==================== seq_alu_flat
==> src/rtl/seq_alu_if.sv <==
// seq_alu_if: operand/opcode and result valid/ready handshakes for seq_alu
interface seq_alu_if #(parameter int N = 32);
    logic         in_valid;
    logic         in_ready;
    logic [2:0]   alucontrol;
    logic [N-1:0] a;
    logic [N-1:0] b;
    logic         out_valid;
    logic         out_ready;
    logic [N-1:0] result;
    logic         zero;
    logic         overflow;
    modport master (output in_valid, alucontrol, a, b, out_ready,
                    input in_ready, out_valid, result, zero, overflow);
    modport slave  (input in_valid, alucontrol, a, b, out_ready,
                    output in_ready, out_valid, result, zero, overflow);
endinterface

==> src/rtl/seq_alu.sv <==
// seq_alu: multi-cycle ALU with single-cycle logic/arith ops and iterative MUL/SLL/SRL
module seq_alu #(
    parameter int N   = 32,
    parameter int SHW = $clog2(N)
) (
    input  logic     clk,
    input  logic     rst_n,
    seq_alu_if.slave bus
);
    typedef enum logic [1:0] {IDLE, BUSY, DONE} state_t;
    state_t       r_state;
    logic [2:0]   r_op;
    logic [N-1:0] r_a, r_b, r_result;
    logic [SHW:0] r_cnt;
    logic         r_zero, r_ovf;
    logic [N-1:0] w_sum, w_diff, w_res, w_acc, w_step;
    logic [SHW-1:0] w_sh;
    logic         w_ovf;
    always_comb begin
        w_sum  = bus.a + bus.b;
        w_diff = bus.a - bus.b;
        w_sh   = bus.b[SHW-1:0];
        case (bus.alucontrol)
            3'b000:  w_res = bus.a & bus.b;
            3'b001:  w_res = bus.a | bus.b;
            3'b010:  w_res = w_sum;
            3'b110:  w_res = w_diff;
            3'b111:  w_res = {{(N-1){1'b0}}, $signed(bus.a) < $signed(bus.b)};
            default: w_res = bus.a;
        endcase
        w_ovf  = (bus.alucontrol == 3'b010) ? (bus.a[N-1] == bus.b[N-1]) && (w_sum[N-1] != bus.a[N-1]) :
                 (bus.alucontrol == 3'b110) ? (bus.a[N-1] != bus.b[N-1]) && (w_diff[N-1] != bus.a[N-1]) : 1'b0;
        // MUL accumulates shifted multiplicand; shifts move one bit per step
        w_acc  = r_result + (r_b[0] ? r_a : '0);
        w_step = (r_op == 3'b011) ? w_acc : r_op[0] ? r_result >> 1 : r_result << 1;
    end
    always_ff @(posedge clk or negedge rst_n) begin
        if (!rst_n) begin
            r_state  <= IDLE;
            r_op     <= '0;
            r_a      <= '0;
            r_b      <= '0;
            r_result <= '0;
            r_cnt    <= '0;
            r_zero   <= 1'b0;
            r_ovf    <= 1'b0;
        end else begin
            case (r_state)
                IDLE: if (bus.in_valid) begin
                    r_op <= bus.alucontrol;
                    r_a  <= bus.a;
                    r_b  <= bus.b;
                    if (bus.alucontrol == 3'b011) begin
                        r_state  <= BUSY;
                        r_cnt    <= (SHW+1)'(N);
                        r_result <= '0;
                    end else if (bus.alucontrol[2:1] == 2'b10 && w_sh != '0) begin
                        r_state  <= BUSY;
                        r_cnt    <= {1'b0, w_sh};
                        r_result <= bus.a;
                    end else begin
                        r_state  <= DONE;
                        r_result <= w_res;
                        r_zero   <= (w_res == '0);
                        r_ovf    <= w_ovf;
                    end
                end
                BUSY: begin
                    r_result <= w_step;
                    r_a      <= r_a << 1;
                    r_b      <= r_b >> 1;
                    r_cnt    <= r_cnt - 1'b1;
                    if (r_cnt == (SHW+1)'(1)) begin
                        r_state <= DONE;
                        r_zero  <= (w_step == '0);
                        r_ovf   <= 1'b0;
                    end
                end
                DONE: if (bus.out_ready) r_state <= IDLE;
                default: r_state <= IDLE;
            endcase
        end
    end
    assign bus.in_ready  = (r_state == IDLE);
    assign bus.out_valid = (r_state == DONE);
    assign bus.result    = r_result;
    assign bus.zero      = r_zero;
    assign bus.overflow  = r_ovf;
endmodule

==> src/flat_wrapper.sv <==
// flat-port wrapper written by rule: the top's interface ports become plain ports
module seq_alu_flat 
#(
    parameter int N   = 32,
    parameter int SHW = $clog2(N)
)
  (clk, rst_n, bus_in_valid, bus_alucontrol, bus_a, bus_b, bus_out_ready, bus_in_ready, bus_out_valid, bus_result, bus_zero, bus_overflow);
  seq_alu_if #(.N(N)) bus_i ();
  input  logic clk;
  input  logic rst_n;
  input wire logic [$bits(bus_i.in_valid)-1:0] bus_in_valid;
  input wire logic [$bits(bus_i.alucontrol)-1:0] bus_alucontrol;
  input wire logic [$bits(bus_i.a)-1:0] bus_a;
  input wire logic [$bits(bus_i.b)-1:0] bus_b;
  input wire logic [$bits(bus_i.out_ready)-1:0] bus_out_ready;
  output wire logic [$bits(bus_i.in_ready)-1:0] bus_in_ready;
  output wire logic [$bits(bus_i.out_valid)-1:0] bus_out_valid;
  output wire logic [$bits(bus_i.result)-1:0] bus_result;
  output wire logic [$bits(bus_i.zero)-1:0] bus_zero;
  output wire logic [$bits(bus_i.overflow)-1:0] bus_overflow;
  assign bus_i.in_valid = bus_in_valid;
  assign bus_i.alucontrol = bus_alucontrol;
  assign bus_i.a = bus_a;
  assign bus_i.b = bus_b;
  assign bus_i.out_ready = bus_out_ready;
  assign bus_in_ready = bus_i.in_ready;
  assign bus_out_valid = bus_i.out_valid;
  assign bus_result = bus_i.result;
  assign bus_zero = bus_i.zero;
  assign bus_overflow = bus_i.overflow;
  seq_alu #(.N(N), .SHW(SHW)) u_core (.clk(clk), .rst_n(rst_n), .bus(bus_i));
endmodule
==> config.mk <==
export PLATFORM = sky130hd
export DESIGN_NAME = seq_alu_flat
export DESIGN_NICKNAME = d
export VERILOG_FILES = /design/src/rtl/seq_alu_if.sv /design/src/rtl/seq_alu.sv /design/src/flat_wrapper.sv
export SDC_FILE = /design/constraint.sdc
export NUM_CORES = 1
export LEC_CHECK = 0
export CORE_ASPECT_RATIO = 1.4
export CORE_MARGIN = 1
export CORE_UTILIZATION = 55
export CTS_BUF_LIST = sky130_fd_sc_hd__clkbuf_16
export DETAILED_ROUTE_END_ITERATION = 8
export PLACE_DENSITY = 0.76
export SLEW_MARGIN = 20
export SYNTH_ARGS = -nofsm -noshare
export SYNTH_HDL_FRONTEND = slang
export SYNTH_SLANG_ARGS = --single-unit
==> constraint.sdc <==
create_clock -name clk -period 7.9 [get_ports clk]
set_input_delay 1.58 -clock clk [delete_from_list [all_inputs] [get_ports clk]]
set_output_delay 1.58 -clock clk [all_outputs]
set_load 0.005 [all_outputs]
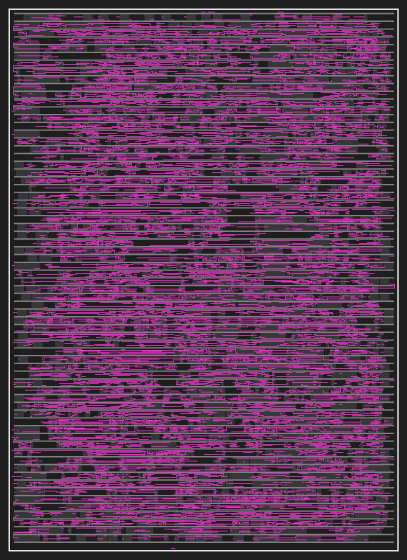
(seq_alu_flat/m1.png)
Supply wires on this layer in gray.
wire length on this layer = 20.5 mm
main direction = horizontal
nets with wire on the layer = 1,923
drt total wl: 52,200 um
DR vias: 15.1k
M1 GR Usage: 50.5%

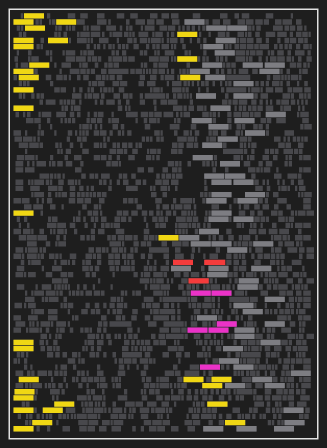
(seq_alu_flat/ff_map.png)
Other sequential cells in the stronger gray, the rest of the logic in the fainter gray.
magenta -> u_core.r_cnt  # flops 6
red -> u_core.r_op  # flops 3
yellow -> u_core.r_b  # flops 32, where widely spread

==> changes_impl.md <==
### Metrics

* Initial antenna violation count at 0
* CTS tree: yes
* Tool warning count at 100
* Die X at 136 um
* Commonest cells post-synth: nor2_1, a21oi_1, o21ai_0
* Yosys chip area at 0.0137 mm^2
* MaxCap Viol Count at 0
* CP cell instances: clkdlybuf4s50_1, inv_1, ha_1, nor3b_1, a211oi_1, a211oi_1, a21oi_1, o22ai_1, a2111oi_0, a2111oi_0, nor3_1, nor4_2, a41oi_1, nand2_1
* Seq power at 1.13 mW
* Slew Viols, Final at 0
* Worst setup margin at 1.65 ns
* Outcome: completed
* Synthesized area per cell at 7.20 um^2
* Crit Path Class: in2reg
* Cell count after synthesis at 1,907
* Slowest stage cell, crit path: a2111oi_0
* Fillers at 2,325
* Buffers added on ports at 106
* Cell variety after synth at 90
* Htree depth at 3
* TNS Setup at 0 ns
* Worst VDD drop at 0.222 mV
* Yosys xor share at 2.55%

==================== axi_str_arbiter
`src/rtl/axi_str_pkg.sv`:
```
// Shared definitions for the AXI-Stream packet arbiter: width defaults, FSM state type
// and the source-index width helper.
package axi_str_pkg;

   localparam int unsigned DATA_SIZE_DEF = 32;
   localparam int unsigned USER_SIZE_DEF = 16;

   typedef enum logic {
      IDLE = 1'b0,
      XFER = 1'b1
   } state_t;

   // Never returns 0 so index vectors stay legal even for a single source.
   function automatic int unsigned idx_width(input int unsigned n);
      return (n > 1) ? $clog2(n) : 1;
   endfunction

endpackage

```
`src/rtl/rr_arbiter.sv`:
```
// Combinational round-robin pick: first requesting index at or after ptr, wrapping
// modulo NUM_SRC.
module rr_arbiter #(
   parameter int unsigned NUM_SRC = 4,
   parameter int unsigned IDX_W   = 2
) (
   input  logic [NUM_SRC-1:0] req,
   input  logic [IDX_W-1:0]   ptr,
   output logic [IDX_W-1:0]   gnt_idx,
   output logic               gnt_valid
);

   int unsigned idx;

   always_comb begin
      gnt_idx   = '0;
      gnt_valid = 1'b0;
      idx       = 0;
      for (int unsigned k = 0; k < NUM_SRC; k++) begin
         idx = (32'(ptr) + k) % NUM_SRC;
         if (!gnt_valid && req[IDX_W'(idx)]) begin
            gnt_valid = 1'b1;
            gnt_idx   = IDX_W'(idx);
         end
      end
   end

endmodule

```
`src/rtl/axi_str_arbiter.sv`:
```
// Packet-level round-robin arbiter merging NUM_SRC AXI-Stream slaves onto one master;
// the grant is locked from arbitration until the granted source's tlast beat.
module axi_str_arbiter
   import axi_str_pkg::*;
#(
   parameter int unsigned NUM_SRC   = 4,
   parameter int unsigned DATA_SIZE = DATA_SIZE_DEF,
   parameter int unsigned USER_SIZE = USER_SIZE_DEF,
   localparam int unsigned IDX_W    = idx_width(NUM_SRC),
   localparam int unsigned KEEP_W   = DATA_SIZE / 8
) (
   input  logic                         clk,
   input  logic                         reset,
   input  logic [NUM_SRC-1:0]           s_tvalid,
   output logic [NUM_SRC-1:0]           s_tready,
   input  logic [NUM_SRC*DATA_SIZE-1:0] s_tdata,
   input  logic [NUM_SRC*KEEP_W-1:0]    s_tkeep,
   input  logic [NUM_SRC*USER_SIZE-1:0] s_tuser,
   input  logic [NUM_SRC-1:0]           s_tlast,
   output logic                         m_tvalid,
   input  logic                         m_tready,
   output logic [DATA_SIZE-1:0]         m_tdata,
   output logic [KEEP_W-1:0]            m_tkeep,
   output logic [USER_SIZE-1:0]         m_tuser,
   output logic                         m_tlast,
   output logic [IDX_W-1:0]             m_tid,
   output logic                         busy
);

   state_t           state_q, state_d;
   logic [IDX_W-1:0] gnt_q, gnt_d;
   logic [IDX_W-1:0] ptr_q, ptr_d;
   logic [IDX_W-1:0] arb_idx;
   logic             arb_valid;
   logic             in_xfer;

   rr_arbiter #(
      .NUM_SRC (NUM_SRC),
      .IDX_W   (IDX_W)
   ) u_rr (
      .req       (s_tvalid),
      .ptr       (ptr_q),
      .gnt_idx   (arb_idx),
      .gnt_valid (arb_valid)
   );

   always_ff @(posedge clk or posedge reset) begin
      if (reset) begin
         state_q <= IDLE;
         gnt_q   <= '0;
         ptr_q   <= '0;
      end else begin
         state_q <= state_d;
         gnt_q   <= gnt_d;
         ptr_q   <= ptr_d;
      end
   end

   assign in_xfer = (state_q == XFER);

   // Zero-latency datapath: the payload simply follows the held grant index.
   always_comb begin
      m_tdata  = s_tdata[32'(gnt_q)*DATA_SIZE +: DATA_SIZE];
      m_tkeep  = s_tkeep[32'(gnt_q)*KEEP_W +: KEEP_W];
      m_tuser  = s_tuser[32'(gnt_q)*USER_SIZE +: USER_SIZE];
      m_tlast  = s_tlast[gnt_q];
      m_tvalid = in_xfer && s_tvalid[gnt_q];
      m_tid    = gnt_q;
      busy     = in_xfer;
      s_tready = '0;
      if (in_xfer) begin
         s_tready[gnt_q] = m_tready;
      end
   end

   always_comb begin
      state_d = state_q;
      gnt_d   = gnt_q;
      ptr_d   = ptr_q;
      unique case (state_q)
         IDLE: begin
            if (arb_valid) begin
               gnt_d   = arb_idx;
               state_d = XFER;
            end
         end
         XFER: begin
            if (m_tvalid && m_tready && m_tlast) begin
               state_d = IDLE;
               ptr_d   = (gnt_q == IDX_W'(NUM_SRC - 1)) ? '0 : gnt_q + 1'b1;
            end
         end
      endcase
   end

endmodule

```
`config.mk`:
```
export PLATFORM = sky130hd
export DESIGN_NAME = axi_str_arbiter
export DESIGN_NICKNAME = d
export VERILOG_FILES = /design/src/rtl/axi_str_pkg.sv /design/src/rtl/rr_arbiter.sv /design/src/rtl/axi_str_arbiter.sv
export SDC_FILE = /design/constraint.sdc
export NUM_CORES = 1
export LEC_CHECK = 0
export CAP_MARGIN = 15
export CORE_AREA = 5 5 106 108
export CTS_CLUSTER_SIZE = 24
export DETAILED_ROUTE_END_ITERATION = 10
export DIE_AREA = 0 0 111 113
export GPL_TIMING_DRIVEN = 0
export HOLD_SLACK_MARGIN = 0.08
export PLACE_DENSITY = 0.67
export SLEW_MARGIN = 20
export SYNTH_ARGS = -nofsm -noshare
export SYNTH_HDL_FRONTEND = slang
export SYNTH_HIERARCHICAL = 1
export SYNTH_SLANG_ARGS = --single-unit
```
`constraint.sdc`:
```
create_clock -name clk -period 1.56 [get_ports clk]
set_input_delay 0.312 -clock clk [delete_from_list [all_inputs] [get_ports clk]]
set_output_delay 0.312 -clock clk [all_outputs]
set_load 0.005 [all_outputs]
```
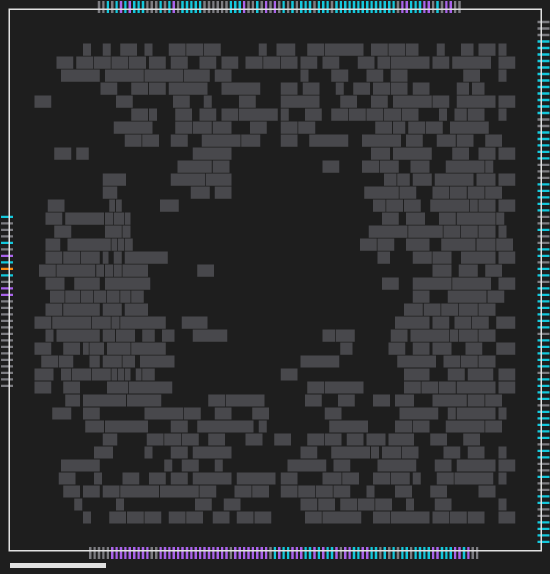
(axi_str_arbiter/pinout.png)
Bar = 20 um. Pins as bars across the die edge, other pins in gray.
cyan -> s_tdata  # pins 128, direction input, edge 57 east, 43 north, 24 south, 4 west
purple -> s_tuser  # pins 64, direction input, edge 49 south, 12 north, 3 west
orange -> clk  # pins 1, direction input, edge west
all pins by edge = 89 south, 83 north, 81 east, 27 west

==> changes_impl.md <==
### Metrics

* Tool warning count at 32
* Tot Pwr at 6.34 mW
* Crit path launch: m_tid[0]
* DR WL met2 at 6820 um
* Most frequent cells in the layout: clkdlybuf4s50_1, mux4_2, buf_6
* Buffers added on ports at 279
* Cts hold-fix bufs at 0
* CLK BUF at 4
* Met1 WL at 4280 um
* DR WL/cell at 20.9 um
* Net Sw Frac at 32.9%
* Combinational share of cell area at 28.3%
* Reg2Reg Depth at 6
* Rel. slew slack at 80.6%
* Gpl congestion at 0.863
* CP bufs+invs at 5
* Comb area at 0.00149 mm^2
* Top Metal Used: met5
* Fillers at 879
* Net Switching at 2.09 mW
* Largest net degree at the start of global routing at 11
* Seq power at 262 uW
* Violated checks: setup timing
* Vias in the first global route at 2,954
* # setup viols final at 61
* Nets at 665
* M3 GR Usage at 4.71%
* Yosys aoi share at 3.72%
* Drt total wl at 12,100 um
* Outcome: finished, violations left
* Die X at 111 um
* Die height at 113 um
* Worst setup margin at -0.478 ns
* Fin Hold WS at 0.287 ns
* # Cells Yosys at 108
* N_taps at 136
* And+or+nand+nor area frac at 4.63%
* Share of the synthesized area in the top cell type at 72.4%

==================== replay_buffer_ctrl_flat
==> replay_buffer_ctrl_flat/congestion_map.png <==
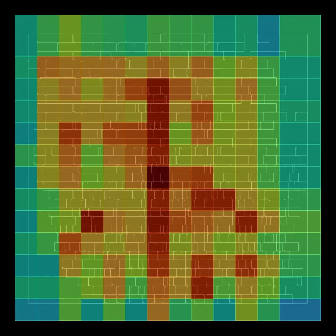
==> replay_buffer_ctrl_flat/m2.png <==
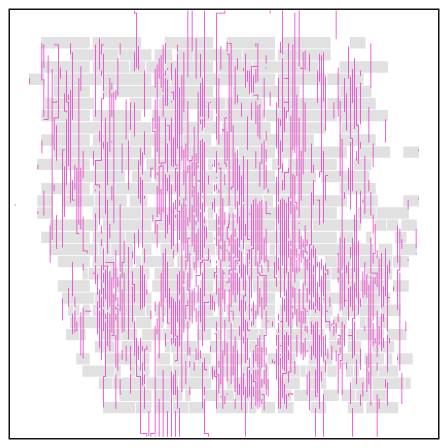
==> replay_buffer_ctrl_flat/ff_map.png <==
Other sequential cells in the stronger gray, the rest of the logic in the fainter gray.
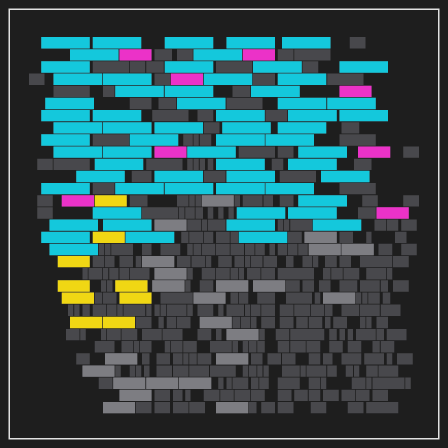
[config.mk]
export PLATFORM = sky130hd
export DESIGN_NAME = replay_buffer_ctrl_flat
export DESIGN_NICKNAME = d
export VERILOG_FILES = /design/src/rtl/replay_buffer_ctrl_if.sv /design/src/rtl/replay_buffer_ctrl.sv /design/src/flat_wrapper.sv
export SDC_FILE = /design/constraint.sdc
export NUM_CORES = 1
export LEC_CHECK = 0
export CAP_MARGIN = 30
export CORE_MARGIN = 4
export CORE_UTILIZATION = 63
export DETAILED_ROUTE_END_ITERATION = 8
export GPL_TIMING_DRIVEN = 0
export MAX_ROUTING_LAYER = met4
export PLACE_DENSITY = 0.94
export SETUP_SLACK_MARGIN = 0.15
export SYNTH_ARGS = -nofsm -noshare
export SYNTH_HDL_FRONTEND = slang
export SYNTH_SLANG_ARGS = --single-unit
export TNS_END_PERCENT = 1
[constraint.sdc]
create_clock -name i_clk -period 7.58 [get_ports i_clk]
set_input_delay 1.137 -clock i_clk [delete_from_list [all_inputs] [get_ports i_clk]]
set_output_delay 1.137 -clock i_clk [all_outputs]
set_load 0.01 [all_outputs]
[src/rtl/replay_buffer_ctrl_if.sv]
// Signal bundle between the frame source / serializer / link partner and the replay buffer.
// The master modport is the environment side; the slave modport is the buffer itself.
interface replay_buffer_ctrl_if #(
  parameter int DATA_WIDTH = 8,
  parameter int ADDR_WIDTH = 3
);
  logic [DATA_WIDTH-1:0] i_data;
  logic                  i_valid;
  logic                  o_ready;
  logic [DATA_WIDTH-1:0] o_data;
  logic [ADDR_WIDTH-1:0] o_seq;
  logic                  o_valid;
  logic                  i_ready;
  logic                  i_ack;
  logic                  i_nack;
  logic [ADDR_WIDTH-1:0] i_ack_seq;
  logic                  o_replay;
  logic                  o_full;
  logic                  o_empty;
  logic [ADDR_WIDTH:0]   o_count;

  modport master (
    output i_data, i_valid, i_ready, i_ack, i_nack, i_ack_seq,
    input  o_ready, o_data, o_seq, o_valid, o_replay, o_full, o_empty, o_count
  );

  modport slave (
    input  i_data, i_valid, i_ready, i_ack, i_nack, i_ack_seq,
    output o_ready, o_data, o_seq, o_valid, o_replay, o_full, o_empty, o_count
  );
endinterface

[src/rtl/replay_buffer_ctrl.sv]
// TX-path retransmit buffer: stores accepted words, forwards them with sequence numbers,
// and rewinds to the oldest unacknowledged word on NACK or ACK timeout.
module replay_buffer_ctrl #(
  parameter int DATA_WIDTH     = 8,
  parameter int ADDR_WIDTH     = 3,
  parameter int REPLAY_TIMEOUT = 256
) (
  input logic                 i_clk,
  input logic                 i_rst,
  replay_buffer_ctrl_if.slave bus
);
  localparam int PTR_W = ADDR_WIDTH + 1;
  localparam int DEPTH = 1 << ADDR_WIDTH;
  localparam int TMO_W = $clog2(REPLAY_TIMEOUT + 1);

  typedef enum logic [1:0] {IDLE, FETCH, SEND} state_t;

  state_t                state;
  logic [DATA_WIDTH-1:0] mem [DEPTH];
  logic [DATA_WIDTH-1:0] rd_data;
  logic [PTR_W-1:0]      wr_ptr, rd_ptr, ack_ptr;
  logic [TMO_W-1:0]      tmo_cnt;
  logic                  rewind_pending;
  logic                  valid_q, replay_q, full_q, empty_q;
  logic [PTR_W-1:0]      count_q;

  logic                  ready, wr_en, handshake, ack_valid, nack_valid;
  logic                  tmo_hit, rewind_req, rewind_apply, move;
  logic [ADDR_WIDTH-1:0] off;
  logic [PTR_W-1:0]      sent, wr_next, ack_next, rd_target, count_next;

  assign ready = ~full_q & ~i_rst;

  always_comb begin
    wr_en      = bus.i_valid & ready;
    handshake  = (state == SEND) & bus.i_ready;
    off        = bus.i_ack_seq - ack_ptr[ADDR_WIDTH-1:0];
    sent       = rd_ptr - ack_ptr;
    nack_valid = bus.i_nack & ({1'b0, off} <= sent);
    ack_valid  = bus.i_ack & ~bus.i_nack & ({1'b0, off} < sent);
    ack_next   = ack_ptr;
    if (ack_valid)
      ack_next = ack_ptr + {1'b0, off} + PTR_W'(1);
    else if (nack_valid)
      ack_next = ack_ptr + {1'b0, off};
    wr_next    = wr_ptr + PTR_W'(wr_en);
    count_next = wr_next - ack_next;
    tmo_hit    = (sent != '0) & ~ack_valid & ~nack_valid &
                 (tmo_cnt == TMO_W'(REPLAY_TIMEOUT - 1));
    rewind_req = nack_valid | tmo_hit;
    // A rewind requested mid-SEND waits for the handshake so the presented word never changes under the serializer.
    rewind_apply = (state == SEND) ? (handshake & (rewind_pending | rewind_req)) : rewind_req;
    move       = rewind_apply | handshake;
    rd_target  = rewind_apply ? ack_next : rd_ptr + PTR_W'(1);
  end

  always_ff @(posedge i_clk) begin
    if (wr_en)
      mem[wr_ptr[ADDR_WIDTH-1:0]] <= bus.i_data;
    rd_data <= mem[rd_ptr[ADDR_WIDTH-1:0]];
  end

  always_ff @(posedge i_clk) begin
    if (i_rst) begin
      state          <= IDLE;
      wr_ptr         <= '0;
      rd_ptr         <= '0;
      ack_ptr        <= '0;
      tmo_cnt        <= '0;
      rewind_pending <= 1'b0;
      valid_q        <= 1'b0;
      replay_q       <= 1'b0;
      full_q         <= 1'b0;
      empty_q        <= 1'b1;
      count_q        <= '0;
    end else begin
      wr_ptr   <= wr_next;
      ack_ptr  <= ack_next;
      replay_q <= rewind_apply;
      count_q  <= count_next;
      full_q   <= count_next == PTR_W'(DEPTH);
      empty_q  <= count_next == '0;
      if (ack_valid | nack_valid | rewind_apply | tmo_hit | (sent == '0))
        tmo_cnt <= '0;
      else
        tmo_cnt <= tmo_cnt + TMO_W'(1);

      if (move) begin
        rd_ptr         <= rd_target;
        valid_q        <= 1'b0;
        rewind_pending <= 1'b0;
        state          <= (rd_target != wr_next) ? FETCH : IDLE;
      end else begin
        case (state)
          IDLE:    if (rd_ptr != wr_ptr) state <= FETCH;
          FETCH: begin
            state   <= SEND;
            valid_q <= 1'b1;
          end
          SEND:    if (rewind_req) rewind_pending <= 1'b1;
          default: state <= IDLE;
        endcase
      end
    end
  end

  assign bus.o_ready  = ready;
  assign bus.o_data   = rd_data;
  assign bus.o_seq    = rd_ptr[ADDR_WIDTH-1:0];
  assign bus.o_valid  = valid_q;
  assign bus.o_replay = replay_q;
  assign bus.o_full   = full_q;
  assign bus.o_empty  = empty_q;
  assign bus.o_count  = count_q;
endmodule

[src/flat_wrapper.sv]
// flat-port wrapper written by rule: the top's interface ports become plain ports
module replay_buffer_ctrl_flat 
#(
  parameter int DATA_WIDTH     = 8,
  parameter int ADDR_WIDTH     = 3,
  parameter int REPLAY_TIMEOUT = 256
)
  (i_clk, i_rst, bus_i_data, bus_i_valid, bus_i_ready, bus_i_ack, bus_i_nack, bus_i_ack_seq, bus_o_ready, bus_o_data, bus_o_seq, bus_o_valid, bus_o_replay, bus_o_full, bus_o_empty, bus_o_count);
  replay_buffer_ctrl_if #(.DATA_WIDTH(DATA_WIDTH), .ADDR_WIDTH(ADDR_WIDTH)) bus_i ();
  input logic i_clk;
  input logic i_rst;
  input wire logic [$bits(bus_i.i_data)-1:0] bus_i_data;
  input wire logic [$bits(bus_i.i_valid)-1:0] bus_i_valid;
  input wire logic [$bits(bus_i.i_ready)-1:0] bus_i_ready;
  input wire logic [$bits(bus_i.i_ack)-1:0] bus_i_ack;
  input wire logic [$bits(bus_i.i_nack)-1:0] bus_i_nack;
  input wire logic [$bits(bus_i.i_ack_seq)-1:0] bus_i_ack_seq;
  output wire logic [$bits(bus_i.o_ready)-1:0] bus_o_ready;
  output wire logic [$bits(bus_i.o_data)-1:0] bus_o_data;
  output wire logic [$bits(bus_i.o_seq)-1:0] bus_o_seq;
  output wire logic [$bits(bus_i.o_valid)-1:0] bus_o_valid;
  output wire logic [$bits(bus_i.o_replay)-1:0] bus_o_replay;
  output wire logic [$bits(bus_i.o_full)-1:0] bus_o_full;
  output wire logic [$bits(bus_i.o_empty)-1:0] bus_o_empty;
  output wire logic [$bits(bus_i.o_count)-1:0] bus_o_count;
  assign bus_i.i_data = bus_i_data;
  assign bus_i.i_valid = bus_i_valid;
  assign bus_i.i_ready = bus_i_ready;
  assign bus_i.i_ack = bus_i_ack;
  assign bus_i.i_nack = bus_i_nack;
  assign bus_i.i_ack_seq = bus_i_ack_seq;
  assign bus_o_ready = bus_i.o_ready;
  assign bus_o_data = bus_i.o_data;
  assign bus_o_seq = bus_i.o_seq;
  assign bus_o_valid = bus_i.o_valid;
  assign bus_o_replay = bus_i.o_replay;
  assign bus_o_full = bus_i.o_full;
  assign bus_o_empty = bus_i.o_empty;
  assign bus_o_count = bus_i.o_count;
  replay_buffer_ctrl #(.DATA_WIDTH(DATA_WIDTH), .ADDR_WIDTH(ADDR_WIDTH), .REPLAY_TIMEOUT(REPLAY_TIMEOUT)) u_core (.i_clk(i_clk), .i_rst(i_rst), .bus(bus_i));
endmodule
==> changes_impl.md <==
### Metrics

* Outcome: completed
* CP delay by family, top: AND-OR/OR-AND gates
* Period utilisation layout at 72.8%
* RSZ-0062 raised after global routing: no
* Yosys chip area at 0.00485 mm^2
* Crit path launch: u_core.rd_ptr[1]
* Pwr per Cell Area at 393 mW/mm^2
* Row count at 31
* Flop pwr share at 32.8%
* Inserted Clock Buffers at 9
* Leakage at 1.95 nW
* CTS tree: yes
* Final sequential cell count at 104
* Clock latency (worst-skew pair) at 0.37 ns
* Most frequent cells in the layout: edfxtp_1, dfxtp_1, nor2_1
* Net Sw Frac at 39.9%
* CP Data Required Time at 7.81 ns
* Hold Vio Cnt, Final at 0
* Slowest stage cell, crit path: o311ai_1
* Overflow after GRT at 0
* Signal inverters at 19
* Setup slack, reg-to-reg at 2.06 ns
* # setup viols final at 0
* Cts hold-fix bufs at 0
* Crit end category: register
* Seq power at 713 uW
* Largest net degree at the start of global routing at 19
## Picture notes: replay_buffer_ctrl_flat/congestion_map.png
GRT busiest layer: met2
Overall Global Routing Usage: 24.6%
met2 usage: 39.8%
Finished Core Util: 75.1%

## Picture notes: replay_buffer_ctrl_flat/m2.png
wire length on this layer = 5,210 um
nets with wire on the layer = 406
longest straight run = 41.8 um
main direction = vertical
share of all routed wire = 52%
drt total wl: 10,000 um
DR vias: 3,181

## Picture notes: replay_buffer_ctrl_flat/ff_map.png
yellow -> u_core.tmo_cnt  # flops 9
magenta -> u_core.bus.o_data  # flops 8
cyan -> u_core.mem  # flops 64
not colored = 23



==> gallery <==
Port wiring.
panel A
Bar = 50 um.
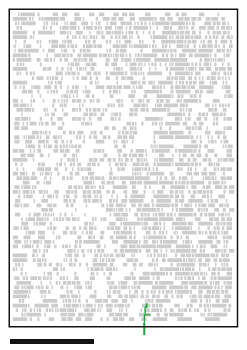
panel B
Bar = 20 um.
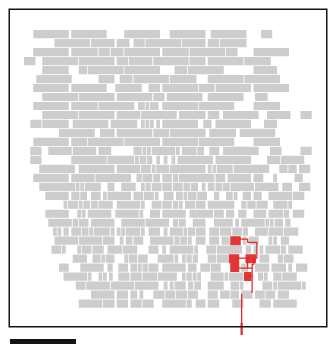
panel C
Bar = 20 um.
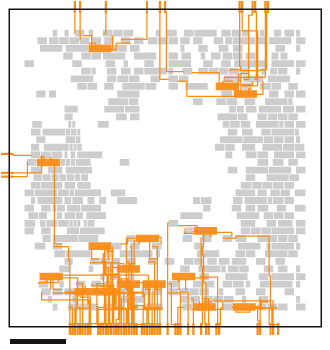
axi_str_arbiter: panel C
replay_buffer_ctrl_flat: panel B
seq_alu_flat: panel A

No activity file was given, so power comes from the tool's default toggle rates.
